# alarm_ring_sequencer

Figure 1. Clock network drawn from the DEF (alarm_ring_sequencer).
Scale bar: 20 um.
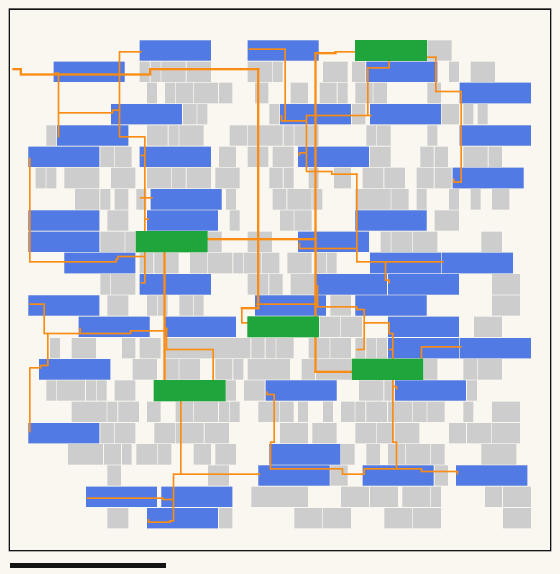
Figure 2. Placed cells, one color a class (alarm_ring_sequencer).
Scale bar: 20 um.
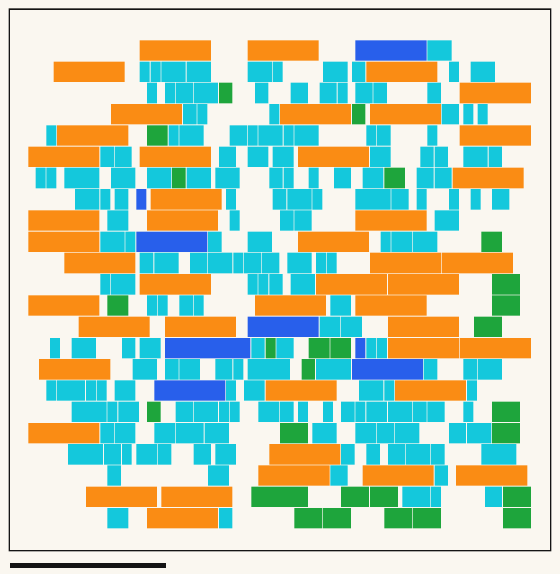
Figure 3. Supply network (alarm_ring_sequencer).
Pins as bars on the die edge.
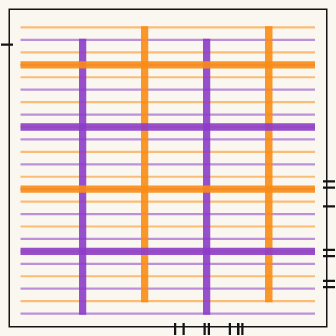
--- src/rtl/alarm_pkg.sv ---
// Shared state encodings and default timing constants for the alarm ring sequencer.
package alarm_pkg;

   typedef enum logic [1:0] {
      ST_IDLE    = 2'd0,
      ST_RINGING = 2'd1,
      ST_SNOOZE  = 2'd2
   } state_e;

   localparam int unsigned DEF_CLK_HZ         = 100000000;
   localparam int unsigned DEF_RING_SECONDS   = 60;
   localparam int unsigned DEF_SNOOZE_SECONDS = 300;
   localparam int unsigned DEF_MAX_SNOOZE     = 3;

   function automatic int unsigned max_u(input int unsigned a, input int unsigned b);
      return (a > b) ? a : b;
   endfunction

endpackage

--- src/rtl/sec_tick_gen.sv ---
// Cycle/second counter with synchronous clear; tick marks the last cycle of each second.
module sec_tick_gen #(
   parameter int unsigned CLK_HZ  = 10,
   parameter int unsigned SEC_MAX = 4,
   parameter int unsigned SEC_W   = 3
) (
   input  logic             clk,
   input  logic             rst,
   input  logic             clr,
   output logic             tick,
   output logic [SEC_W-1:0] sec
);

   localparam int unsigned      CYC_W    = (CLK_HZ > 1) ? $clog2(CLK_HZ) : 1;
   localparam logic [CYC_W-1:0] CYC_LAST = CYC_W'(CLK_HZ - 1);
   localparam logic [SEC_W-1:0] SEC_TOP  = SEC_W'(SEC_MAX);

   logic [CYC_W-1:0] cyc_q, cyc_d;
   logic [SEC_W-1:0] sec_q, sec_d;

   assign tick = (cyc_q == CYC_LAST);
   assign sec  = sec_q;

   always_comb begin
      cyc_d = tick ? '0 : cyc_q + 1'b1;
      sec_d = sec_q;
      // Seconds saturate so the counter can idle indefinitely without wrapping.
      if (tick && (sec_q != SEC_TOP)) begin
         sec_d = sec_q + 1'b1;
      end
      if (clr) begin
         cyc_d = '0;
         sec_d = '0;
      end
   end

   always_ff @(posedge clk or posedge rst) begin
      if (rst) begin
         cyc_q <= '0;
         sec_q <= '0;
      end else begin
         cyc_q <= cyc_d;
         sec_q <= sec_d;
      end
   end

endmodule

--- src/rtl/alarm_ring_sequencer.sv ---
// Alarm ringing FSM: ring on alarm_match rising edge, snooze up to MAX_SNOOZE times, auto-stop on timeout.
module alarm_ring_sequencer
   import alarm_pkg::*;
#(
   parameter int unsigned CLK_HZ         = DEF_CLK_HZ,
   parameter int unsigned RING_SECONDS   = DEF_RING_SECONDS,
   parameter int unsigned SNOOZE_SECONDS = DEF_SNOOZE_SECONDS,
   parameter int unsigned MAX_SNOOZE     = DEF_MAX_SNOOZE
) (
   input  logic       clk,
   input  logic       rst,
   input  logic       alarm_armed,
   input  logic       alarm_match,
   input  logic       snooze_btn,
   input  logic       dismiss_btn,
   output logic       led_enable,
   output logic       buzzer_en,
   output logic       snooze_active,
   output logic [2:0] snooze_cnt,
   output logic       missed,
   output logic [1:0] state
);

   localparam int unsigned      SEC_SAT   = max_u(RING_SECONDS, SNOOZE_SECONDS);
   localparam int unsigned      SEC_W     = $clog2(SEC_SAT + 1);
   localparam logic [SEC_W-1:0] RING_LAST = SEC_W'(RING_SECONDS - 1);
   localparam logic [SEC_W-1:0] SNZ_LAST  = SEC_W'(SNOOZE_SECONDS - 1);
   localparam logic [2:0]       SNZ_LIMIT = 3'(MAX_SNOOZE);

   state_e           state_q, state_d;
   logic [2:0]       snz_cnt_q, snz_cnt_d;
   logic             missed_q, missed_d;
   logic             match_prev_q;
   logic             led_q, buz_q, snz_act_q;
   logic             match_rise;
   logic             cnt_clr;
   logic             sec_tick;
   logic [SEC_W-1:0] sec_cnt;
   logic             ring_done, snz_done;

   assign match_rise = alarm_match & ~match_prev_q;
   assign cnt_clr    = (state_d != state_q);

   sec_tick_gen #(
      .CLK_HZ (CLK_HZ),
      .SEC_MAX(SEC_SAT),
      .SEC_W  (SEC_W)
   ) u_sec_tick_gen (
      .clk (clk),
      .rst (rst),
      .clr (cnt_clr),
      .tick(sec_tick),
      .sec (sec_cnt)
   );

   // Firing on the last cycle of the final second lands the transition exactly N seconds after entry.
   assign ring_done = sec_tick && (sec_cnt == RING_LAST);
   assign snz_done  = sec_tick && (sec_cnt == SNZ_LAST);

   always_comb begin
      state_d   = state_q;
      snz_cnt_d = snz_cnt_q;
      missed_d  = missed_q;
      case (state_q)
         ST_IDLE: begin
            if (!alarm_armed) begin
               state_d = ST_IDLE;
            end else if (dismiss_btn) begin
               missed_d = 1'b0;
            end else if (match_rise) begin
               state_d   = ST_RINGING;
               snz_cnt_d = '0;
               missed_d  = 1'b0;
            end
         end
         ST_RINGING: begin
            if (!alarm_armed || dismiss_btn) begin
               state_d = ST_IDLE;
            end else if (snooze_btn && (snz_cnt_q < SNZ_LIMIT)) begin
               state_d   = ST_SNOOZE;
               snz_cnt_d = snz_cnt_q + 3'd1;
            end else if (ring_done) begin
               state_d  = ST_IDLE;
               missed_d = 1'b1;
            end
         end
         ST_SNOOZE: begin
            if (!alarm_armed || dismiss_btn) begin
               state_d = ST_IDLE;
            end else if (snz_done) begin
               state_d = ST_RINGING;
            end
         end
         default: state_d = ST_IDLE;
      endcase
   end

   always_ff @(posedge clk or posedge rst) begin
      if (rst) begin
         state_q      <= ST_IDLE;
         snz_cnt_q    <= '0;
         missed_q     <= 1'b0;
         match_prev_q <= 1'b0;
         led_q        <= 1'b0;
         buz_q        <= 1'b0;
         snz_act_q    <= 1'b0;
      end else begin
         state_q      <= state_d;
         snz_cnt_q    <= snz_cnt_d;
         missed_q     <= missed_d;
         match_prev_q <= alarm_match;
         led_q        <= (state_d == ST_RINGING);
         buz_q        <= (state_d == ST_RINGING);
         snz_act_q    <= (state_d == ST_SNOOZE);
      end
   end

   assign led_enable    = led_q;
   assign buzzer_en     = buz_q;
   assign snooze_active = snz_act_q;
   assign snooze_cnt    = snz_cnt_q;
   assign missed        = missed_q;
   assign state         = state_q;

endmodule

--- config.mk ---
export PLATFORM = sky130hd
export DESIGN_NAME = alarm_ring_sequencer
export DESIGN_NICKNAME = d
export VERILOG_FILES = /design/src/rtl/alarm_pkg.sv /design/src/rtl/sec_tick_gen.sv /design/src/rtl/alarm_ring_sequencer.sv
export SDC_FILE = /design/constraint.sdc
export NUM_CORES = 1
export LEC_CHECK = 0
export CAP_MARGIN = 20
export CORE_MARGIN = 2
export CORE_UTILIZATION = 55
export CTS_BUF_LIST = sky130_fd_sc_hd__clkbuf_16
export DETAILED_ROUTE_END_ITERATION = 6
export GPL_TIMING_DRIVEN = 0
export PLACE_DENSITY_LB_ADDON = 0.1
export SETUP_SLACK_MARGIN = 0.15
export SYNTH_ARGS = -nofsm -noshare
export SYNTH_HDL_FRONTEND = slang
export SYNTH_SLANG_ARGS = --single-unit
--- constraint.sdc ---
create_clock -name clk -period 2.7 [get_ports clk]
set_clock_uncertainty 0.15 [all_clocks]
set_input_delay 0.675 -clock clk [delete_from_list [all_inputs] [get_ports clk]]
set_output_delay 0.675 -clock clk [all_outputs]
set_load 0.01 [all_outputs]
==> impl_metrics.json <==
{
  "place_congestion": 0.769,
  "critPathMaxFanout": 10,
  "clock-sinks": 45,
  "rrSetupSlack_ps": 340,
  "required_ps": 2710,
  "aoi_share_pct": 10.8,
  "synth_area_um2": 2330,
  "yosysWarnings": 0,
  "drt_iter0_markers": 168,
  "top_layer": "met4",
  "hpwl_um": 3310,
  "warnings": 27,
  "worstHoldPathType": "flip-flop to flip-flop",
  "firstDrtPassIters": 4,
  "ys_async_sr_fraction_pct": 100,
  "placed_cell_area_um2": 2550,
  "vias": 1894,
  "final_nets": 279,
  "cts_tree": "done",
  "grt_start_max_net_pins": 39,
  "syn-num-nets": 252,
  "vias_per_cell": 5.92,
  "yosys.area_share.simple_pct": 26.6,
  "ioPinCount": 15,
  "cts-resized-gates": 3,
  "synth_top_area_share_pct": 48.3,
  "cp.arrival_ps": 2410,
  "drv_slew": 0,
  "xor_share_pct": 9.02,
  "post-place-ws_ps": -527,
  "fmax_ghz": 0.417,
  "p_switching_uw": 349,
  "final_cell_area_um2": 2770,
  "worstHoldStart": "missed",
  "post-route-min-period_ps": 2400,
  "largest_register_ffs": 27,
  "grt.total_usage_pct": 21.2,
  "p_per_area_nw_per_um2": 560,
  "grt_setup_unrepaired": "false",
  "grt_pass1_wl_um": 8260,
  "synth_top_cell_by_area": "dfrtp_1",
  "path_cells": "clkdlybuf4s50_1 > nor3b_1 > a221oi_1 > o22ai_2 > buf_4 > clkbuf_2 > nor2_1",
  "status": "finished clean"
}
## Picture notes: Figure 1
legend:
  clock wires:
    color: orange
    length: 565 um
  cells driving clock nets:
    color: green
    count: 5
  flip-flops:
    color: blue
    count: 45
routed clock nets: 6
flops lie: widely spread
clock-net power: 672 uW
Clk pwr share: 43.4%
clk latency of the worst-skew pair: 290 ps

## Picture notes: Figure 2
legend:
  clock drivers and dummy loads:
    color: blue
    cells: 8
    share_of_their_area: 6.0%
  other buffers and delay cells:
    color: green
    cells: 27
    share_of_their_area: 8.7%
  flip-flops:
    color: orange
    cells: 45
    share_of_their_area: 42%
  all other logic:
    color: cyan
    cells: 190
    share_of_their_area: 44%
register share of the cell area: 40.7%
Core Util, Final: 68.6%

## Picture notes: Figure 3
legend:
  VDD:
    color: orange
  VSS:
    color: purple
signal pins: 15
met1 rails: 24
met4 straps: 4
CORE AREA: 4030 um2
VDD IR max: 0.000518 V
Die Y: 69.1 um

## power groups by stage
stage	Clock [mW]	Combinational (mW)	Sequential [mW]
after CTS	0.683	0.127	0.746
after detailed placement	0	0.121	0.759
after global placement	0	0.116	0.758
after global routing	0.711	0.154	0.753
after floorplan	0	0.0859	0.752
final	0.672	0.133	0.745
## cells in the final DEF (no fill, tap or decap), types with 5 or more instances in the layout
master | netlist | layout
xor2_1 | 13 | 13
nand2_1 | 19 | 19
nor3_1 | 6 | 6
nor2_1 | 31 | 31
nand3_1 | 13 | 13
a21oi_1 | 10 | 10
xnor2_1 | 11 | 11
nor4_1 | 6 | 6
nand4_1 | 10 | 10
o31ai_1 | 6 | 6
o21ai_0 | 5 | 5
inv_1 | 8 | 8
clkdlybuf4s50_1 | 0 | 14
dfrtp_1 | 45 | 45
clkbuf_16 | 0 | 5
buf_4 | 1 | 6
or4_1 | 9 | 9
## cell type report
type                    count  area share [%]
well taps                  50            2.26
plain buffers               7            1.31
inverters                   8            1.09
flip-flops and latches     45            40.7
multi-input cells         182            41.6
clock inverters             3            1.36
clock buffers               5            4.52
repair buffers             20            7.15

# chan_packer

Figure 4. Routed metal, one color a layer (chan_packer).
Two of the layers only.
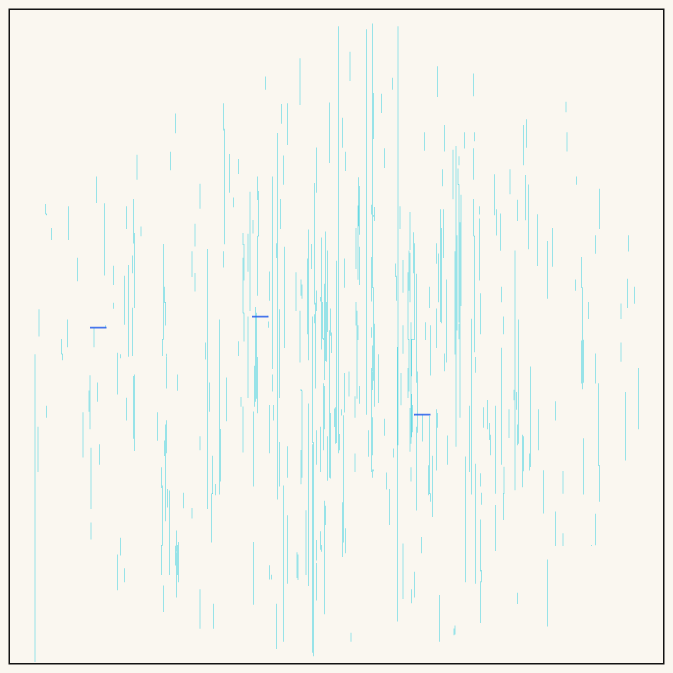
Figure 5. Clock network drawn from the DEF (chan_packer).
Scale bar: 200 um.
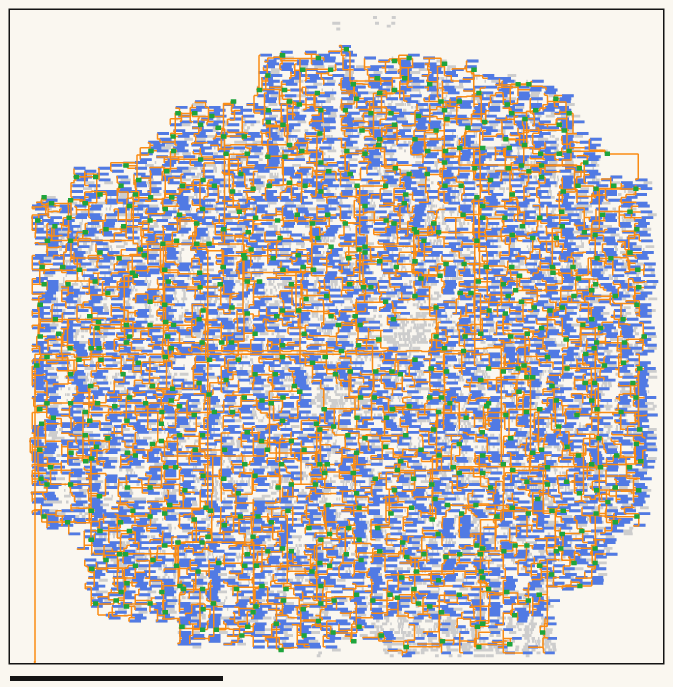
`src/rtl/chan_packer.sv`:
```
// Multi-channel sample packer: serialises enabled channels (optionally behind an
// A5 5A <frame#> header) into sign-extended big-endian bytes and buffers them in a byte FIFO.
module chan_packer #(
  parameter int NCHAN = 2,
  parameter int OW    = 14,
  parameter int USBDW = 8,
  parameter int DEPTH = 512
) (
  input  logic                     clk_i,
  input  logic                     rst_n_i,
  input  logic [NCHAN*OW-1:0]      data_i,
  input  logic                     valid_i,
  input  logic                     frame_start_i,
  input  logic [NCHAN-1:0]         chan_en_i,
  output logic [USBDW-1:0]         wdata_o,
  output logic                     wvalid_o,
  input  logic                     wready_i,
  output logic [$clog2(DEPTH):0]   count_o,
  output logic                     overflow_o
);

  localparam int SB = (OW + 7) / 8;
  localparam int AW = $clog2(DEPTH);
  localparam int CW = (NCHAN > 1) ? $clog2(NCHAN) : 1;
  localparam int BW = (SB > 1) ? $clog2(SB) : 1;
  localparam logic [AW:0]   CNT_ONE  = (AW+1)'(1);
  localparam logic [AW:0]   FULL_CNT = (AW+1)'(DEPTH);
  localparam logic [AW-1:0] PTR_ONE  = AW'(1);
  localparam logic [BW-1:0] LAST_B   = BW'(SB - 1);

  typedef enum logic [1:0] {IDLE, HDR, DATA} state_t;

  state_t              state;
  logic [NCHAN*OW-1:0] data_q;
  logic [NCHAN-1:0]    mask_q;
  logic [1:0]          hdr_idx;
  logic [CW-1:0]       chan;
  logic [BW-1:0]       bidx;
  logic [7:0]          frame_cnt;

  logic [USBDW-1:0]    mem [DEPTH];
  logic [AW-1:0]       wr_ptr, rd_ptr, rd_next;
  logic [AW:0]         remaining;

  logic [USBDW-1:0]    ser_byte;
  logic [OW-1:0]       cur_sample;
  logic [CW:0]         nxt_ch, hdr_first, new_first;
  logic                push, pop, last_byte, accept_ok;

  // Lowest enabled channel at or above start; MSB flags that one was found.
  function automatic logic [CW:0] first_from(input logic [NCHAN-1:0] m, input int start);
    logic [CW:0] r;
    r = '0;
    for (int k = NCHAN - 1; k >= 0; k--) begin
      if (k >= start && m[k]) r = {1'b1, CW'(k)};
    end
    return r;
  endfunction

  function automatic logic [7:0] sample_byte(input logic [OW-1:0] s, input int b);
    logic [SB*8-1:0] e;
    e = {(SB*8){s[OW-1]}};
    e[OW-1:0] = s;
    return e[(SB-1-b)*8 +: 8];
  endfunction

  assign cur_sample = data_q[int'(chan)*OW +: OW];
  assign nxt_ch     = first_from(mask_q, int'(chan) + 1);
  assign hdr_first  = first_from(mask_q, 0);
  assign new_first  = first_from(chan_en_i, 0);
  assign push       = (state != IDLE) && (count_o != FULL_CNT);
  assign pop        = wvalid_o && wready_i;
  assign accept_ok  = (state == IDLE) || (push && last_byte);
  assign rd_next    = rd_ptr + (pop ? PTR_ONE : '0);
  assign remaining  = count_o - (pop ? CNT_ONE : '0);

  // Byte currently offered by the serializer and whether it ends the set.
  always_comb begin
    ser_byte  = '0;
    last_byte = 1'b0;
    case (state)
      HDR: begin
        case (hdr_idx)
          2'd0:    ser_byte = 8'hA5;
          2'd1:    ser_byte = 8'h5A;
          default: ser_byte = frame_cnt;
        endcase
        last_byte = (hdr_idx == 2'd2) && !hdr_first[CW];
      end
      DATA: begin
        ser_byte  = sample_byte(cur_sample, int'(bidx));
        last_byte = (bidx == LAST_B) && !nxt_ch[CW];
      end
      default: begin
        ser_byte  = '0;
        last_byte = 1'b0;
      end
    endcase
  end

  // Serializer FSM, capture and overflow flag.
  always_ff @(posedge clk_i or negedge rst_n_i) begin
    if (!rst_n_i) begin
      state      <= IDLE;
      data_q     <= '0;
      mask_q     <= '0;
      hdr_idx    <= 2'd0;
      chan       <= '0;
      bidx       <= '0;
      frame_cnt  <= 8'd0;
      overflow_o <= 1'b0;
    end else begin
      if (valid_i && !accept_ok) overflow_o <= 1'b1;
      if (push && state == HDR && hdr_idx == 2'd2) frame_cnt <= frame_cnt + 8'd1;
      if (valid_i && accept_ok && (frame_start_i || (|chan_en_i))) begin
        data_q  <= data_i;
        mask_q  <= chan_en_i;
        hdr_idx <= 2'd0;
        bidx    <= '0;
        chan    <= new_first[CW-1:0];
        state   <= frame_start_i ? HDR : DATA;
      end else if (push) begin
        case (state)
          HDR: begin
            if (hdr_idx == 2'd2) begin
              chan  <= hdr_first[CW-1:0];
              bidx  <= '0;
              state <= hdr_first[CW] ? DATA : IDLE;
            end else begin
              hdr_idx <= hdr_idx + 2'd1;
            end
          end
          DATA: begin
            if (bidx == LAST_B) begin
              chan  <= nxt_ch[CW-1:0];
              bidx  <= '0;
              state <= nxt_ch[CW] ? DATA : IDLE;
            end else begin
              bidx <= bidx + BW'(1);
            end
          end
          default: state <= IDLE;
        endcase
      end
    end
  end

  // FIFO storage; no reset needed since occupancy is tracked by the pointers.
  always_ff @(posedge clk_i) begin
    if (push) mem[wr_ptr] <= ser_byte;
  end

  // FIFO pointers, fill level and registered head byte (lags a push by one cycle).
  always_ff @(posedge clk_i or negedge rst_n_i) begin
    if (!rst_n_i) begin
      wr_ptr   <= '0;
      rd_ptr   <= '0;
      count_o  <= '0;
      wvalid_o <= 1'b0;
      wdata_o  <= '0;
    end else begin
      if (push) wr_ptr <= wr_ptr + PTR_ONE;
      rd_ptr <= rd_next;
      case ({push, pop})
        2'b10:   count_o <= count_o + CNT_ONE;
        2'b01:   count_o <= count_o - CNT_ONE;
        default: count_o <= count_o;
      endcase
      wvalid_o <= (remaining != '0);
      if ((remaining != '0) && (pop || !wvalid_o)) wdata_o <= mem[rd_next];
    end
  end

endmodule

```
`config.mk`:
```
export PLATFORM = sky130hd
export DESIGN_NAME = chan_packer
export DESIGN_NICKNAME = d
export VERILOG_FILES = /design/src/rtl/chan_packer.sv
export SDC_FILE = /design/constraint.sdc
export NUM_CORES = 2
export LEC_CHECK = 0
export CORE_MARGIN = 4
export CORE_UTILIZATION = 45
export CTS_BUF_LIST = sky130_fd_sc_hd__clkbuf_4 sky130_fd_sc_hd__clkbuf_8
export DETAILED_ROUTE_END_ITERATION = 8
export HOLD_SLACK_MARGIN = 0.06
export SLEW_MARGIN = 20
export SYNTH_ARGS = -nofsm -noshare
export SYNTH_HDL_FRONTEND = slang
export SYNTH_SLANG_ARGS = --single-unit
export TNS_END_PERCENT = 50
```
`constraint.sdc`:
```
create_clock -name clk_i -period 74 [get_ports clk_i]
set_input_delay 7.4 -clock clk_i [delete_from_list [all_inputs] [get_ports clk_i]]
set_output_delay 7.4 -clock clk_i [all_outputs]
set_load 0.02 [all_outputs]
```
==> impl_metrics.json <==
{
  "status": "finished clean",
  "crit_path_start_kind": "input pin",
  "rr_endpoint": "wdata_o[3]",
  "synth_top_area_share_pct": 74.9,
  "finalClockPeriodUsage_pct": 19.2,
  "overflow": 0,
  "hold_slack_ps": 466,
  "syn_avg_cell_area_um2": 18.0,
  "skew_ps": 90.2,
  "crit_end": "wdata_o[3]",
  "peakVddDrop_v": 0.0000610,
  "synth_top_cell_by_area": "edfxtp_1",
  "seq_area_um2": 125000,
  "drt_iter0_markers": 12000,
  "firstDrtPassIters": 6,
  "clockBufferCount": 916,
  "ioPinCount": 55,
  "yosysWarnings": 0,
  "grt.met1_usage_pct": 34.9,
  "fillCellCount": 29400,
  "grt_start_max_net_pins": 216,
  "final_cell_area_um2": 183000,
  "grt_pass1_wl_um": 667000,
  "critical_path_class": "input pin to flip-flop",
  "warnings": 85,
  "cap_violations": 0,
  "synth_area_um2": 164000,
  "post-route-drc-count": 0,
  "pg_comb_mw": 3.05,
  "comb_share_pct": 19.8,
  "pwr-share-comb_pct": 37.9,
  "p_per_area_nw_per_um2": 44.0,
  "ant_nets": 0,
  "clkCellAreaFrac_pct": 7.18,
  "slew_headroom_pct": 13.4,
  "port-buffer-count": 54,
  "whs_endpoint": "overflow_o",
  "grt_util_met2_pct": 37.9,
  "die_w_um": 612,
  "crit_top_cell": "buf_4",
  "core_um2": 363000,
  "aoi_share_pct": 3.40,
  "critPathMaxFanout": 129,
  "synth_seq_share_pct": 76.1,
  "grt_pass1_vias": 89200,
  "finalNonFillerCells": 14800,
  "rrSetupSlack_ps": 66230,
  "xor_share_pct": 0.236,
  "cts_max_level": 6,
  "power_sequential_mw": 3.03,
  "clock_path_buffers": 4,
  "cp_num_buf_inv": 7,
  "busiest_layer": "met2",
  "placed_cell_area_um2": 170000,
  "logic_area_um2": 36300,
  "top_cell": "edfxtp_1",
  "ff_count": 4178,
  "worst_slew_pin_slew_ps": 1300,
  "tns_ps": 0,
  "p_switching_mw": 3.07,
  "wl_met3_um": 48800,
  "area_dominant_class": "sequential cells",
  "core_util_floorplan_pct": 45.2,
  "cts_buffers": 671,
  "worstHoldStart": "overflow_o",
  "route.met2.wl_um": 219000,
  "rows": 221,
  "cp.arrival_ps": 15330,
  "diodes": 19
}
About Figure 4:
legend:
  met4:
    color: cyan
    wire_length: 17,900 um
  met5:
    color: blue
    wire_length: 41.4 um
via count: 90,300
wire per inst: 31.8 um
final WL: 471,000 um
overall routing resource usage: 24.7%

About Figure 5:
legend:
  clock wires:
    color: orange
    length: 51.2 mm
  cells driving clock nets:
    color: green
    count: 671
  flip-flops:
    color: blue
    count: 4,178
flops lie: widely spread
Clk pwr share: 24.5%
clock-net power: 1.97 mW

## placed cells by master (no fill, tap or decap), types with 24 or more instances in the layout
cell,count
a221oi_1,27
nand3_1,350
edfxtp_1,4096
mux4_2,668
nor2_1,593
nand4_1,30
dfrtp_1,82
a22oi_1,46
clkbuf_4,234
clkinv_2,46
o21ai_0,75
clkbuf_8,682
a32o_1,31
clkinv_1,163
nor4_1,24
a21oi_1,79
buf_4,167
o22ai_1,26
mux2i_1,376
a311oi_1,24
clkdlybuf4s50_1,53
a32oi_1,166
nand2_1,1292
mux2_2,38
a31oi_1,169
## state kept, by name, indices dropped and copies added (netlist names)
name and flops:
bidx 1, chan 1, count_o 10, data_q 28
frame_cnt 8, hdr_idx 2, mask_q 2, mem 4096
overflow_o 1, rd_ptr 9, state 2, wdata_o 8
wr_ptr 9, wvalid_o 1
## metrics by stage
step	power, mW	setup WS [ps]
floorplan	5.32	48110
global placement	6.06	58320
detailed placement	6.11	58310
CTS	8.06	59640
global route	8.33	59640
finish	8.04	59790

# processor

===== config.mk =====
export PLATFORM = sky130hd
export DESIGN_NAME = processor
export DESIGN_NICKNAME = d
export VERILOG_FILES = /design/src/rtl/mips_pkg.sv /design/src/rtl/regfile.sv /design/src/rtl/processor.sv
export SDC_FILE = /design/constraint.sdc
export NUM_CORES = 2
export LEC_CHECK = 0
export CAP_MARGIN = 10
export CORE_ASPECT_RATIO = 1.2
export CORE_UTILIZATION = 60
export CTS_CLUSTER_SIZE = 25
export DETAILED_ROUTE_END_ITERATION = 16
export PLACE_DENSITY = 0.8
export SETUP_SLACK_MARGIN = 0.15
export SYNTH_ARGS = -nofsm -noshare
export SYNTH_HDL_FRONTEND = slang
export SYNTH_SLANG_ARGS = --single-unit

===== constraint.sdc =====
create_clock -name clock -period 56.1 [get_ports clock]
set_input_delay 11.22 -clock clock [delete_from_list [all_inputs] [get_ports clock]]
set_output_delay 11.22 -clock clock [all_outputs]
set_load 0.03 [all_outputs]

===== src/rtl/mips_pkg.sv =====
// rtl/mips_pkg.sv - opcodes, ALU ops and control bundle for the MIPS-subset core
package mips_pkg;

  localparam logic [5:0] OP_RTYPE = 6'h00;
  localparam logic [5:0] OP_J     = 6'h02;
  localparam logic [5:0] OP_BEQ   = 6'h04;
  localparam logic [5:0] OP_BNE   = 6'h05;
  localparam logic [5:0] OP_ADDI  = 6'h08;
  localparam logic [5:0] OP_SLTI  = 6'h0A;
  localparam logic [5:0] OP_ANDI  = 6'h0C;
  localparam logic [5:0] OP_ORI   = 6'h0D;
  localparam logic [5:0] OP_LW    = 6'h23;
  localparam logic [5:0] OP_SW    = 6'h2B;

  localparam logic [5:0] FN_SLL = 6'h00;
  localparam logic [5:0] FN_SRL = 6'h02;
  localparam logic [5:0] FN_JR  = 6'h08;
  localparam logic [5:0] FN_ADD = 6'h20;
  localparam logic [5:0] FN_SUB = 6'h22;
  localparam logic [5:0] FN_AND = 6'h24;
  localparam logic [5:0] FN_OR  = 6'h25;
  localparam logic [5:0] FN_SLT = 6'h2A;

  typedef enum logic [2:0] {
    ALU_ADD,
    ALU_SUB,
    ALU_AND,
    ALU_OR,
    ALU_SLT,
    ALU_SLL,
    ALU_SRL
  } alu_op_e;

  typedef struct packed {
    logic reg_dst;
    logic reg_write;
    logic alu_src;
    logic zero_ext;
    logic mem_read;
    logic mem_write;
    logic mem_to_reg;
    logic branch;
    logic branch_ne;
    logic jump;
    logic jump_reg;
  } ctrl_t;

endpackage


===== src/rtl/regfile.sv =====
// rtl/regfile.sv - 32x32 register file, two async read ports, one sync write port
module regfile (
  input  logic        clock,
  input  logic        reset,
  input  logic [4:0]  ra1,
  input  logic [4:0]  ra2,
  input  logic [4:0]  wa,
  input  logic        we,
  input  logic [31:0] wd,
  output logic [31:0] rd1,
  output logic [31:0] rd2
);

  logic [31:0] regs [32];

  // r0 is never written, so it holds its reset value; reads are gated anyway
  always_ff @(posedge clock or posedge reset) begin
    if (reset) begin
      for (int i = 0; i < 32; i++) regs[i] <= '0;
    end else if (we && (wa != 5'd0)) begin
      regs[wa] <= wd;
    end
  end

  assign rd1 = (ra1 == 5'd0) ? '0 : regs[ra1];
  assign rd2 = (ra2 == 5'd0) ? '0 : regs[ra2];

endmodule


===== src/rtl/processor.sv =====
// rtl/processor.sv - single-cycle MIPS-subset core: decode, ALU and next-PC inline
module processor
  import mips_pkg::*;
#(
  parameter logic [31:0] RESET_PC = 32'h0000_0000
) (
  input  logic        clock,
  input  logic        reset,
  output logic [31:0] PC,
  input  logic [31:0] Inst,
  output logic        MemRead,
  output logic        MemWrite,
  output logic [31:0] Addr,
  output logic [31:0] Din,
  input  logic [31:0] Dout
);

  logic [5:0]  op, funct;
  logic [4:0]  rs, rt, rd, shamt;
  logic [15:0] imm;
  logic [25:0] target;

  assign op     = Inst[31:26];
  assign rs     = Inst[25:21];
  assign rt     = Inst[20:16];
  assign rd     = Inst[15:11];
  assign shamt  = Inst[10:6];
  assign funct  = Inst[5:0];
  assign imm    = Inst[15:0];
  assign target = Inst[25:0];

  ctrl_t   ctrl;
  alu_op_e alu_op;

  always_comb begin
    ctrl   = '0;
    alu_op = ALU_ADD;
    case (op)
      OP_RTYPE: begin
        ctrl.reg_dst   = 1'b1;
        ctrl.reg_write = 1'b1;
        case (funct)
          FN_ADD:  alu_op = ALU_ADD;
          FN_SUB:  alu_op = ALU_SUB;
          FN_AND:  alu_op = ALU_AND;
          FN_OR:   alu_op = ALU_OR;
          FN_SLT:  alu_op = ALU_SLT;
          FN_SLL:  alu_op = ALU_SLL;
          FN_SRL:  alu_op = ALU_SRL;
          FN_JR: begin
            ctrl.reg_write = 1'b0;
            ctrl.jump_reg  = 1'b1;
          end
          default: ctrl.reg_write = 1'b0;
        endcase
      end
      OP_ADDI: begin
        ctrl.reg_write = 1'b1;
        ctrl.alu_src   = 1'b1;
      end
      OP_ANDI: begin
        ctrl.reg_write = 1'b1;
        ctrl.alu_src   = 1'b1;
        ctrl.zero_ext  = 1'b1;
        alu_op         = ALU_AND;
      end
      OP_ORI: begin
        ctrl.reg_write = 1'b1;
        ctrl.alu_src   = 1'b1;
        ctrl.zero_ext  = 1'b1;
        alu_op         = ALU_OR;
      end
      OP_SLTI: begin
        ctrl.reg_write = 1'b1;
        ctrl.alu_src   = 1'b1;
        alu_op         = ALU_SLT;
      end
      OP_LW: begin
        ctrl.reg_write  = 1'b1;
        ctrl.alu_src    = 1'b1;
        ctrl.mem_read   = 1'b1;
        ctrl.mem_to_reg = 1'b1;
      end
      OP_SW: begin
        ctrl.alu_src   = 1'b1;
        ctrl.mem_write = 1'b1;
      end
      OP_BEQ: ctrl.branch = 1'b1;
      OP_BNE: begin
        ctrl.branch    = 1'b1;
        ctrl.branch_ne = 1'b1;
      end
      OP_J:    ctrl.jump = 1'b1;
      default: ctrl = '0;
    endcase
  end

  logic [31:0] rd1, rd2, wb_data, imm_ext, alu_b, alu_y;
  logic [4:0]  wb_addr;

  assign wb_addr = ctrl.reg_dst ? rd : rt;
  assign wb_data = ctrl.mem_to_reg ? Dout : alu_y;

  regfile u_regfile (
    .clock (clock),
    .reset (reset),
    .ra1   (rs),
    .ra2   (rt),
    .wa    (wb_addr),
    .we    (ctrl.reg_write),
    .wd    (wb_data),
    .rd1   (rd1),
    .rd2   (rd2)
  );

  assign imm_ext = ctrl.zero_ext ? {16'h0000, imm} : {{16{imm[15]}}, imm};
  assign alu_b   = ctrl.alu_src ? imm_ext : rd2;

  // Shifts take their operand from rt; the shift amount is always the shamt field
  always_comb begin
    alu_y = '0;
    case (alu_op)
      ALU_ADD: alu_y = rd1 + alu_b;
      ALU_SUB: alu_y = rd1 - alu_b;
      ALU_AND: alu_y = rd1 & alu_b;
      ALU_OR:  alu_y = rd1 | alu_b;
      ALU_SLT: alu_y = {31'b0, $signed(rd1) < $signed(alu_b)};
      ALU_SLL: alu_y = alu_b << shamt;
      ALU_SRL: alu_y = alu_b >> shamt;
      default: alu_y = '0;
    endcase
  end

  assign MemRead  = ctrl.mem_read & ~reset;
  assign MemWrite = ctrl.mem_write & ~reset;
  assign Addr     = alu_y;
  assign Din      = rd2;

  logic [31:0] pc_plus4, branch_target, pc_next;
  logic        equal;

  assign pc_plus4      = PC + 32'd4;
  assign branch_target = pc_plus4 + {imm_ext[29:0], 2'b00};
  assign equal         = (rd1 == rd2);

  // jr registers hold a word index, hence the shift back to a byte address
  always_comb begin
    pc_next = pc_plus4;
    if (ctrl.jump_reg) begin
      pc_next = {rd1[29:0], 2'b00};
    end else if (ctrl.jump) begin
      pc_next = {pc_plus4[31:28], target, 2'b00};
    end else if (ctrl.branch && (ctrl.branch_ne ? !equal : equal)) begin
      pc_next = branch_target;
    end
  end

  always_ff @(posedge clock or posedge reset) begin
    if (reset) PC <= RESET_PC;
    else       PC <= pc_next;
  end

endmodule


Figure 6. Supply network (processor).
Pins as bars on the die edge.
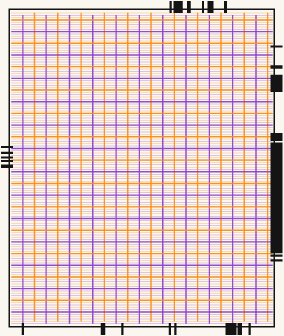
legend:
  VDD:
    color: orange
  VSS:
    color: purple
met5 straps: 26
signal pins: 164
VDD IR max: 0.0000378 V
chip width: 307 um
CORE AREA: 110,000 um2
Die Y: 368 um

==> impl_metrics.json <==
{
  "p_leak_nw": 31.4,
  "drv_slew": 0,
  "vias_per_cell": 7.69,
  "synthTopCellsByCount": "dfrtp_1, nand2_1, o21ai_0, mux4_2, clkbuf_1",
  "yosys-stat-area_um2": 66900,
  "critPathMaxFanout": 96,
  "critical_path_class": "input pin to primary output",
  "ff_count": 1054,
  "worstHoldPathType": "flip-flop to flip-flop",
  "place_congestion": 1.13,
  "final_cell_mix": "dfrtp_1, nand2_1, o21ai_0",
  "crit_top_cell": "buf_4",
  "crit_family": "buffers and inverters",
  "fillCellCount": 8015,
  "diodes": 6,
  "top_cell": "dfrtp_1",
  "worst_slack_ps": 24750,
  "status": "finished clean",
  "cp_slowest_cell": "o32ai_1",
  "grt_setup_unrepaired": "false",
  "cp_num_buf_inv": 8,
  "post-route-min-period_ps": 31350,
  "grt.total_usage_pct": 52.4
}
final timing paths:
| kind | from | to | slack, ps | depth (start not counted) |
|---|---|---|---|---|
| worst max-delay path | Inst[17] | Addr[27] | 24750 | 23 |
| worst min-delay path | u_regfile.regs[996] | u_regfile.regs[996] | 400 | 0 |
| worst max register to register | u_regfile.regs[965] | u_regfile.regs[443] | 48910 | 17 |
| worst min register to register | u_regfile.regs[996] | u_regfile.regs[996] | 400 | 0 |
| max in group asynchronous | reset | u_regfile.regs[372] | 42580 | 4 |
| min in group asynchronous | reset | PC[19] | 10990 | 2 |
stage by stage:
| step | utilization (%) | instance area [um2] | power (mW) | hold slack (ps) |
|---|---|---|---|---|
| global route | 66.2 | 73000 | 2.25 | 405 |
| finish | 66.2 | 73000 | 2.19 | 399 |
| global placement | 63.1 | 69600 | 1.45 | 376 |
| floorplan | - | 66900 | 1.25 | 441 |
| CTS | 66.2 | 72900 | 2.16 | 398 |
| detailed placement | 63.2 | 69600 | 1.46 | 383 |
routing by layer:
layer  global-route usage (%)  wire length, um
met1                     61.4            96600
met2                     76.1           127000
met3                     20.2            40600
met4                     43.9            30900
met5                        0              212
state kept, by name, indices dropped and copies added (netlist names):
name	cells
u_regfile.regs	1024
PC	30

# ex_alu_stage

<file path="config.mk">
export PLATFORM = sky130hd
export DESIGN_NAME = ex_alu_stage
export DESIGN_NICKNAME = d
export VERILOG_FILES = /design/src/rtl/alu_pkg.sv /design/src/rtl/alu_core.sv /design/src/rtl/ex_alu_stage.sv
export SDC_FILE = /design/constraint.sdc
export NUM_CORES = 1
export LEC_CHECK = 0
export CORE_MARGIN = 8
export CORE_UTILIZATION = 28
export DETAILED_ROUTE_END_ITERATION = 16
export PLACE_DENSITY_LB_ADDON = 0.25
export SLEW_MARGIN = 20
export SYNTH_ARGS = -nofsm -noshare
export SYNTH_HDL_FRONTEND = slang
export SYNTH_HIERARCHICAL = 1
export SYNTH_SLANG_ARGS = --single-unit
</file>
<file path="constraint.sdc">
create_clock -name clk -period 4.3 [get_ports clk]
set_input_delay 0.43 -clock clk [delete_from_list [all_inputs] [get_ports clk]]
set_output_delay 0.43 -clock clk [all_outputs]
set_load 0.01 [all_outputs]
</file>
<file path="src/rtl/alu_pkg.sv">
// ALU control codes and EX skid-stage state encoding.
// Shared with the ALU-control decoder.
package alu_pkg;

   localparam logic [3:0] ALU_AND = 4'b0000;
   localparam logic [3:0] ALU_OR  = 4'b0001;
   localparam logic [3:0] ALU_ADD = 4'b0010;
   localparam logic [3:0] ALU_SUB = 4'b0110;
   localparam logic [3:0] ALU_ILL = 4'b1111;

   typedef enum logic [1:0] {
      ST_EMPTY = 2'd0,
      ST_ONE   = 2'd1,
      ST_TWO   = 2'd2
   } ex_state_e;

endpackage

</file>
<file path="src/rtl/alu_core.sv">
// Combinational ALU datapath: AND/OR/ADD/SUB, zero and illegal flags.
// EX_ALU_OVF_EN adds a signed-overflow flag for ADD/SUB.
module alu_core
   import alu_pkg::*;
#(
   parameter int DATA_W = 64
) (
   input  logic [3:0]        alu_ctrl,
   input  logic [DATA_W-1:0] op_a,
   input  logic [DATA_W-1:0] op_b,
`ifdef EX_ALU_OVF_EN
   output logic              ovf,
`endif
   output logic [DATA_W-1:0] result,
   output logic              zero,
   output logic              illegal
);

   logic [DATA_W-1:0] sum;
   logic [DATA_W-1:0] diff;

   assign sum  = op_a + op_b;
   assign diff = op_a - op_b;

   always_comb begin
      result  = '0;
      illegal = 1'b0;
      unique case (alu_ctrl)
         ALU_AND: result = op_a & op_b;
         ALU_OR:  result = op_a | op_b;
         ALU_ADD: result = sum;
         ALU_SUB: result = diff;
         default: illegal = 1'b1;
      endcase
   end

   assign zero = (result == '0);

`ifdef EX_ALU_OVF_EN
   logic sa;
   logic sb;
   assign sa = op_a[DATA_W-1];
   assign sb = op_b[DATA_W-1];

   always_comb begin
      ovf = 1'b0;
      if (alu_ctrl == ALU_ADD)
         ovf = (sa == sb) && (sum[DATA_W-1] != sa);
      else if (alu_ctrl == ALU_SUB)
         ovf = (sa != sb) && (diff[DATA_W-1] != sa);
   end
`endif

endmodule

</file>
<file path="src/rtl/ex_alu_stage.sv">
// EX stage: registered ALU result behind a two-entry skid buffer.
// Define EX_ALU_OVF_EN to add the registered signed-overflow output ovf.
module ex_alu_stage
   import alu_pkg::*;
#(
   parameter int DATA_W = 64,
   parameter int RD_W   = 5
) (
   input  logic              clk,
   input  logic              rst_n,
   input  logic              in_valid,
   output logic              in_ready,
   input  logic [3:0]        alu_ctrl,
   input  logic [DATA_W-1:0] op_a,
   input  logic [DATA_W-1:0] op_b,
   input  logic [RD_W-1:0]   rd_in,
   input  logic              flush,
   output logic              out_valid,
   input  logic              out_ready,
   output logic [DATA_W-1:0] result,
   output logic              zero,
   output logic              illegal,
`ifdef EX_ALU_OVF_EN
   output logic              ovf,
`endif
   output logic [RD_W-1:0]   rd_out
);

`ifdef EX_ALU_OVF_EN
   localparam int OVF_W = 1;
`else
   localparam int OVF_W = 0;
`endif
   localparam int PW = DATA_W + RD_W + 2 + OVF_W;

   logic [DATA_W-1:0] c_res;
   logic              c_zero;
   logic              c_ill;
   logic [PW-1:0]     new_pk;

   ex_state_e     state_q, state_d;
   logic [PW-1:0] out_q, out_d;
   logic [PW-1:0] skid_q, skid_d;
   logic          acc;
   logic          drain;

`ifdef EX_ALU_OVF_EN
   logic c_ovf;
`endif

   alu_core #(.DATA_W(DATA_W)) u_core (
      .alu_ctrl (alu_ctrl),
      .op_a     (op_a),
      .op_b     (op_b),
`ifdef EX_ALU_OVF_EN
      .ovf      (c_ovf),
`endif
      .result   (c_res),
      .zero     (c_zero),
      .illegal  (c_ill)
   );

`ifdef EX_ALU_OVF_EN
   assign new_pk = {c_ovf, c_ill, c_zero, rd_in, c_res};
   assign ovf    = out_q[PW-1];
`else
   assign new_pk = {c_ill, c_zero, rd_in, c_res};
`endif

   // Handshake flags decode straight from the state flop.
   assign in_ready  = (state_q != ST_TWO);
   assign out_valid = (state_q != ST_EMPTY);
   assign acc       = in_valid && in_ready;
   assign drain     = out_valid && out_ready;

   assign result  = out_q[DATA_W-1:0];
   assign rd_out  = out_q[DATA_W +: RD_W];
   assign zero    = out_q[DATA_W+RD_W];
   assign illegal = out_q[DATA_W+RD_W+1];

   always_comb begin
      state_d = state_q;
      out_d   = out_q;
      skid_d  = skid_q;
      unique case (state_q)
         ST_EMPTY: begin
            if (acc) begin
               out_d   = new_pk;
               state_d = ST_ONE;
            end
         end
         ST_ONE: begin
            if (acc && drain) begin
               out_d = new_pk;
            end else if (acc) begin
               skid_d  = new_pk;
               state_d = ST_TWO;
            end else if (drain) begin
               state_d = ST_EMPTY;
            end
         end
         ST_TWO: begin
            if (drain) begin
               out_d   = skid_q;
               state_d = ST_ONE;
            end
         end
         default: state_d = ST_EMPTY;
      endcase
      if (flush)
         state_d = ST_EMPTY;
   end

   always_ff @(posedge clk or negedge rst_n) begin
      if (!rst_n) begin
         state_q <= ST_EMPTY;
         out_q   <= '0;
         skid_q  <= '0;
      end else begin
         state_q <= state_d;
         out_q   <= out_d;
         skid_q  <= skid_d;
      end
   end

endmodule

</file>
Figure 7. Supply network (ex_alu_stage).
Pins as bars on the die edge.
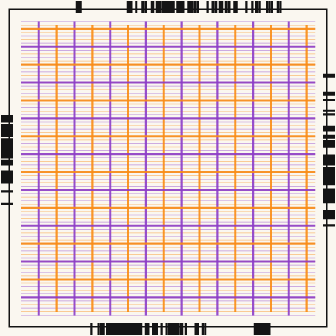
legend:
  VSS:
    color: purple
  VDD:
    color: orange
rows: 82
met1 rails: 83
CORE AREA: 49,900 um2
Die Y: 240 um
chip width: 240 um
VDD IR max: 0.000275 V

Figure 8. Placed cells, one color a class (ex_alu_stage).
Scale bar: 50 um.
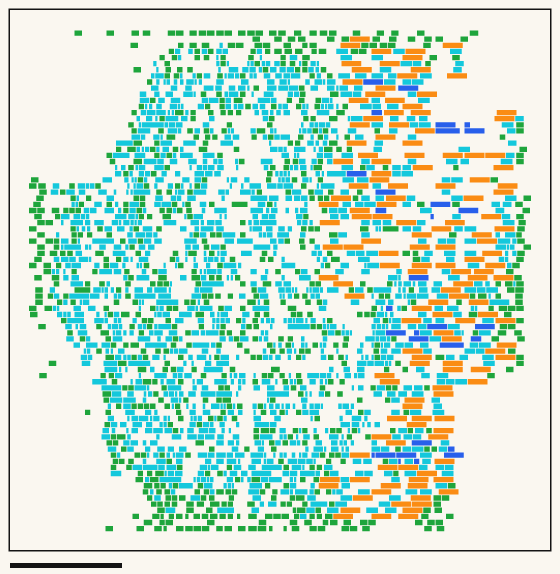
legend:
  clock drivers and dummy loads:
    color: blue
    cells: 30
    share_of_their_area: 2.6%
  other buffers and delay cells:
    color: green
    cells: 804
    share_of_their_area: 30%
  flip-flops:
    color: orange
    cells: 144
    share_of_their_area: 16%
  all other logic:
    color: cyan
    cells: 1,335
    share_of_their_area: 52%
num rows: 82
register share of the cell area: 15.4%
fin area: 23,500 um2
Core Util, Final: 47.1%

==> impl_metrics.json <==
{
  "finalNonFillerCells": 2985,
  "bufAreaShareNonClock_pct": 28.8,
  "grt.met1_usage_pct": 28.3,
  "p_leak_nw": 10.5,
  "tap_cells": 672,
  "insertion_delay_ps": 420,
  "edf_count": 0,
  "cap_violations": 0,
  "busiest_layer": "met2",
  "finalWirelength_um": 62500,
  "crit_end": "out_q[69]",
  "setup_viol": 75,
  "cts-resized-gates": 378,
  "skew_ps": 7.32,
  "logic_gates": 1317,
  "yosysCellCount": 1573,
  "syn-num-nets": 1782,
  "post-route-drc-count": 0,
  "warnings": 31,
  "final_hold_viol_count": 0,
  "worst_slack_ps": -1740,
  "dp.cells": 2883,
  "port-buffer-count": 214,
  "grt_pass1_vias": 15700,
  "crit_path_start_kind": "input pin",
  "worst_slew_pin_slew_ps": 1040,
  "yosysWarnings": 6,
  "yosys-stat-area_um2": 14100,
  "critical_path_class": "input pin to flip-flop",
  "top_layer": "met4",
  "fillCellCount": 4874,
  "drt_iter0_markers": 760,
  "vias": 15200,
  "violations": "setup timing",
  "status": "finished, violations left",
  "post-route-min-period_ps": 6040
}
==> per-stage QoR <==
stage / util, % / setup slack, ps / area, um2 / hold slack, ps / setup TNS (ps)
6_report: 47.1 / -1740 / 23500 / 79.7 / -47050
2_1_floorplan: - / -1580 / 14300 / 134 / -23000
3_3_place_gp: 41.6 / -2580 / 20700 / 483 / -138430
4_1_cts: 46.1 / -1770 / 23000 / 130 / -46340
5_1_grt: 47.1 / -1960 / 23500 / 151 / -58760
3_5_place_dp: 41.6 / -2710 / 20700 / 490 / -142400
==> synthesized netlist by cell type, drive strengths merged, types with 15 or more instances <==
cell type,instances
nand2,155
xnor2,64
xor2,49
nor3,44
buf,35
or4,15
nand3,20
nor4,19
ha,66
mux2,214
o21ai,114
inv,18
a211oi,23
a21o,25
maj3,59
dfrtp,144
nand4,30
a21oi,118
clkbuf,59
nor2,106
==> power groups by stage <==
stage / clock network [mW] / logic, mW / registers, mW
3_3_place_gp: 0 / 2.64 / 1.67
5_1_grt: 1.56 / 3.27 / 1.68
2_1_floorplan: 0 / 1.25 / 1.68
3_5_place_dp: 0 / 2.66 / 1.68
4_1_cts: 1.50 / 2.97 / 1.66
6_report: 1.46 / 3.07 / 1.65

# vc_flit_fifo

`src/rtl/vc_flit_fifo.sv`:
```
// vc_flit_fifo
//   Virtual-channel flit FIFO for router input ports. NUM_VC independent
//   queues share one RAM; VC v owns entries {v, ptr}. Each cycle allows one
//   write and one read, each to any VC. The read data is registered, so a
//   flit appears one cycle after its rd_en.
//
// Ports
//   clk, rst_n          clock, asynchronous active-low reset
//   wr_valid/wr_vc/wr_data   write request, target VC, flit
//   wr_ready            ~full[wr_vc] (combinational)
//   rd_en/rd_vc         read request, source VC
//   rd_data/rd_valid/rd_vc_out   registered read flit, valid, source VC
//   empty/full/almost_full       per-VC flags from the registered count
//   count               per-VC occupancy, flattened, VC0 in the LSBs
//   clear_err           clears the sticky error flags on the next edge
//   overflow_err/underflow_err   sticky write-to-full / read-from-empty

module vc_flit_fifo #(
  parameter int DATA_WIDTH   = 32,
  parameter int ADDR_WIDTH   = 4,
  parameter int NUM_VC       = 4,
  parameter int VC_WIDTH     = 2,
  parameter int AFULL_THRESH = 14
) (
  input  logic                               clk,
  input  logic                               rst_n,
  input  logic                               wr_valid,
  input  logic [VC_WIDTH-1:0]                wr_vc,
  input  logic [DATA_WIDTH-1:0]              wr_data,
  output logic                               wr_ready,
  input  logic                               rd_en,
  input  logic [VC_WIDTH-1:0]                rd_vc,
  output logic [DATA_WIDTH-1:0]              rd_data,
  output logic                               rd_valid,
  output logic [VC_WIDTH-1:0]                rd_vc_out,
  output logic [NUM_VC-1:0]                  empty,
  output logic [NUM_VC-1:0]                  full,
  output logic [NUM_VC-1:0]                  almost_full,
  output logic [NUM_VC*(ADDR_WIDTH+1)-1:0]   count,
  input  logic                               clear_err,
  output logic                               overflow_err,
  output logic                               underflow_err
);

  localparam int DEPTH = 1 << ADDR_WIDTH;
  localparam int CNT_W = ADDR_WIDTH + 1;
  localparam logic [CNT_W-1:0] CNT_FULL = CNT_W'(DEPTH);
  localparam logic [CNT_W-1:0] CNT_AF   = CNT_W'(AFULL_THRESH);

  logic [DATA_WIDTH-1:0] mem [NUM_VC*DEPTH];
  logic [ADDR_WIDTH-1:0] wr_ptr [NUM_VC];
  logic [ADDR_WIDTH-1:0] rd_ptr [NUM_VC];
  logic [CNT_W-1:0]      cnt    [NUM_VC];

  logic                  wr_acc;
  logic                  rd_acc;
  logic [NUM_VC-1:0]     wr_hit;
  logic [NUM_VC-1:0]     rd_hit;

  logic [DATA_WIDTH-1:0] rd_data_p1;
  logic                  vld_p1;
  logic [VC_WIDTH-1:0]   rd_vc_p1;

  always_comb begin
    empty       = '0;
    full        = '0;
    almost_full = '0;
    count       = '0;
    for (int v = 0; v < NUM_VC; v++) begin
      empty[v]                 = (cnt[v] == '0);
      full[v]                  = (cnt[v] == CNT_FULL);
      almost_full[v]           = (cnt[v] >= CNT_AF);
      count[v*CNT_W +: CNT_W]  = cnt[v];
    end
  end

  // Acceptance is judged on pre-edge flags only, so a write into an empty VC
  // never satisfies a same-cycle read, and a read from a full VC never makes
  // room for a same-cycle write.
  assign wr_ready = ~full[wr_vc];
  assign wr_acc   = wr_valid & ~full[wr_vc];
  assign rd_acc   = rd_en & ~empty[rd_vc];

  always_comb begin
    wr_hit = '0;
    rd_hit = '0;
    for (int v = 0; v < NUM_VC; v++) begin
      wr_hit[v] = wr_acc && (wr_vc == VC_WIDTH'(v));
      rd_hit[v] = rd_acc && (rd_vc == VC_WIDTH'(v));
    end
  end

  // ---- stage p0 -> p1: RAM write, RAM read into the output register ----
  always_ff @(posedge clk) begin
    if (wr_acc)
      mem[{wr_vc, wr_ptr[wr_vc]}] <= wr_data;
  end

  always_ff @(posedge clk or negedge rst_n) begin
    if (!rst_n)
      rd_data_p1 <= '0;
    else if (rd_acc)
      rd_data_p1 <= mem[{rd_vc, rd_ptr[rd_vc]}];
  end

  always_ff @(posedge clk or negedge rst_n) begin
    if (!rst_n) begin
      vld_p1        <= 1'b0;
      rd_vc_p1      <= '0;
      overflow_err  <= 1'b0;
      underflow_err <= 1'b0;
      for (int v = 0; v < NUM_VC; v++) begin
        wr_ptr[v] <= '0;
        rd_ptr[v] <= '0;
        cnt[v]    <= '0;
      end
    end else begin
      vld_p1 <= rd_acc;
      if (rd_acc)
        rd_vc_p1 <= rd_vc;
      // A new error event in the same cycle as clear_err keeps the flag set.
      overflow_err  <= (overflow_err  & ~clear_err) | (wr_valid & ~wr_acc);
      underflow_err <= (underflow_err & ~clear_err) | (rd_en & ~rd_acc);
      for (int v = 0; v < NUM_VC; v++) begin
        if (wr_hit[v])
          wr_ptr[v] <= wr_ptr[v] + ADDR_WIDTH'(1);
        if (rd_hit[v])
          rd_ptr[v] <= rd_ptr[v] + ADDR_WIDTH'(1);
        if (wr_hit[v] && !rd_hit[v])
          cnt[v] <= cnt[v] + CNT_W'(1);
        else if (rd_hit[v] && !wr_hit[v])
          cnt[v] <= cnt[v] - CNT_W'(1);
      end
    end
  end

  // ---- stage p1: registered read outputs ----
  assign rd_data   = rd_data_p1;
  assign rd_valid  = vld_p1;
  assign rd_vc_out = rd_vc_p1;

endmodule

```
`config.mk`:
```
export PLATFORM = sky130hd
export DESIGN_NAME = vc_flit_fifo
export DESIGN_NICKNAME = d
export VERILOG_FILES = /design/src/rtl/vc_flit_fifo.sv
export SDC_FILE = /design/constraint.sdc
export NUM_CORES = 2
export LEC_CHECK = 0
export CORE_ASPECT_RATIO = 1.2
export CORE_UTILIZATION = 45
export DETAILED_ROUTE_END_ITERATION = 10
export GPL_TIMING_DRIVEN = 0
export HOLD_SLACK_MARGIN = 0.06
export SYNTH_ARGS = -nofsm -noshare
export SYNTH_HDL_FRONTEND = slang
export SYNTH_SLANG_ARGS = --single-unit
```
`constraint.sdc`:
```
create_clock -name clk -period 8.05 [get_ports clk]
set_input_delay 1.61 -clock clk [delete_from_list [all_inputs] [get_ports clk]]
set_output_delay 1.61 -clock clk [all_outputs]
set_load 0.01 [all_outputs]
```
Figure 9. Supply network (vc_flit_fifo).
Pins as bars on the die edge.
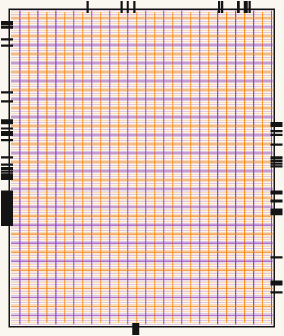
legend:
  VSS:
    color: purple
  VDD:
    color: orange
met4 straps: 29
rows: 174
met5 straps: 34
signal pins: 111
VDD IR max: 0.000246 V
CORE AREA: 187,000 um2
chip width: 398 um
Die Y: 477 um

Figure 10. Routed metal, one color a layer (vc_flit_fifo).
Two of the layers only.
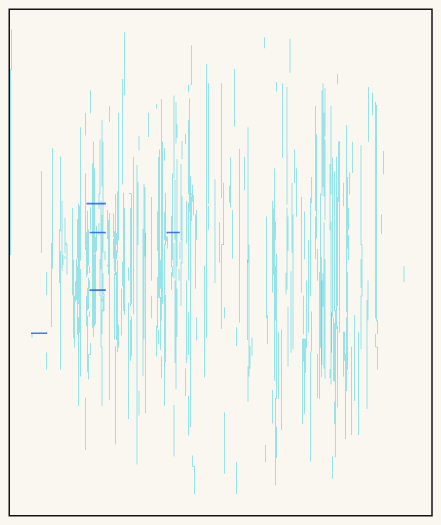
legend:
  met5:
    color: blue
    wire_length: 69.0 um
  met4:
    color: cyan
    wire_length: 18,800 um
wire per inst: 36.0 um
final WL: 282,000 um
overall routing resource usage: 29.7%

==> impl_metrics.json <==
{
  "insertion_delay_ps": 880,
  "grt_start_max_net_pins": 65,
  "drv_slew": 10,
  "cp.depth": 10,
  "aoi_share_pct": 6.27,
  "cap_violations": 1,
  "yosysWarnings": 0,
  "syn-num-nets": 4839,
  "warnings": 28,
  "yosys-stat-area_um2": 84600,
  "hpwl_um": 196000,
  "fmax_ghz": 0.174,
  "rr_endpoint": "rd_data[29]",
  "seqPwrFrac_pct": 38.7,
  "largest_register_ffs": 2048,
  "flop_cell": "edfxtp_1",
  "crit_end": "rd_data[29]",
  "yosysCellCount": 4769,
  "synth_cell_types": 62,
  "cts_setup_buffers": 0,
  "violations": "capacitance limit, slew limit",
  "synth_top_cell_by_area": "edfxtp_1",
  "final_hold_viol_count": 0,
  "logic_family": "multiplexers",
  "topCellsByArea": "edfxtp_1, mux2i_1, mux4_2",
  "vias": 49000,
  "placed_cell_area_um2": 91300,
  "cts_tree": "done",
  "clock_power_mw": 9.53,
  "top_cell": "edfxtp_1",
  "cp_slowest_cell": "clkbuf_1",
  "worstHoldStart": "rd_vc_out[1]",
  "syn_to_final_growth_pct": 15.6,
  "vias_per_cell": 6.25,
  "critPathCaptureType": "flip-flop",
  "ant_nets": 0,
  "setup_viol": 0,
  "status": "finished, violations left",
  "xor_share_pct": 0.424,
  "path_clk_slew_ps": 70,
  "post-route-min-period_ps": 5740,
  "power_sequential_mw": 13.1,
  "yosys-mux-area-fraction_pct": 12.0
}
==> metrics by stage <==
step	hold WS (ps)	power, mW	utilization, %	worst slack (ps)
6_report	493	33.8	52.3	2310
5_1_grt	511	34.6	52.3	2400
4_1_cts	497	33.6	52.3	2410
3_5_place_dp	475	24.2	48.8	1480
3_3_place_gp	477	24.1	47.5	24.4
2_1_floorplan	460	19.3	-	3150
==> metal layers <==
metal | up-vias | global-route usage [%] | part of all wire [%]
met5 | - | 0 | 0.024
met4 | 10 | 17.0 | 6.6
met3 | 670 | 6.26 | 9.4
met2 | 2918 | 46.8 | 47
met1 | 25400 | 38.0 | 37
li1 | 20000 | - | -
==> layout make-up <==
cell class / instances / area, um2 / share of cell area, %
Antenna cell: 5 / 12.5 / 0.0128
Buffer: 284 / 1500 / 1.53
Clock buffer: 266 / 5550 / 5.68
Clock inverter: 122 / 1000 / 1.02
Inverter: 25 / 93.8 / 0.0959
Multi-Input combinational cell: 2323 / 19800 / 20.3
Sequential cell: 2137 / 63700 / 65.1
Tap cell: 2464 / 3080 / 3.15
Timing Repair Buffer: 212 / 3040 / 3.11


## Gallery

Routed metal, one color a layer.
Two of the layers only.
Plate I
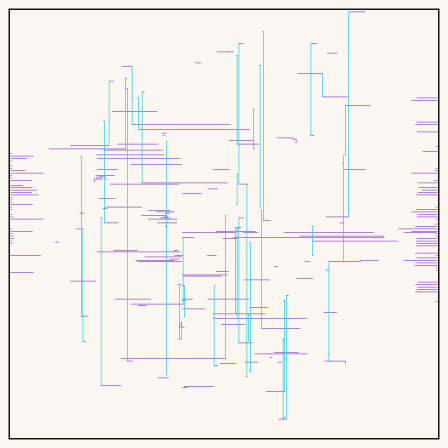
Plate II
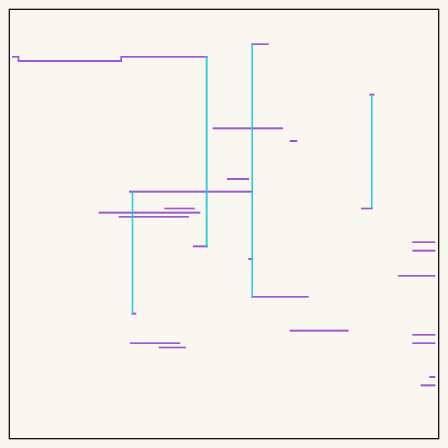
Plate III
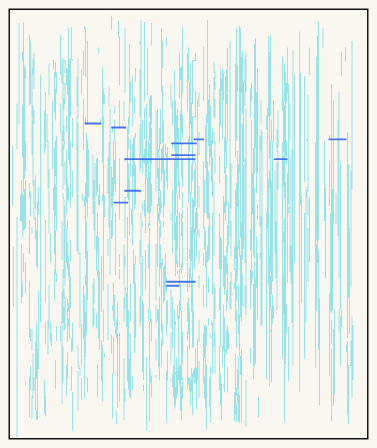
Plate III -> processor
Plate II -> alarm_ring_sequencer
Plate I -> ex_alu_stage

Key to Plate I:
legend:
  met4:
    color: cyan
    wire_length: 2,270 um
  met3:
    color: purple
    wire_length: 2,490 um

No activity file was given, so power comes from the tool's default toggle rates.
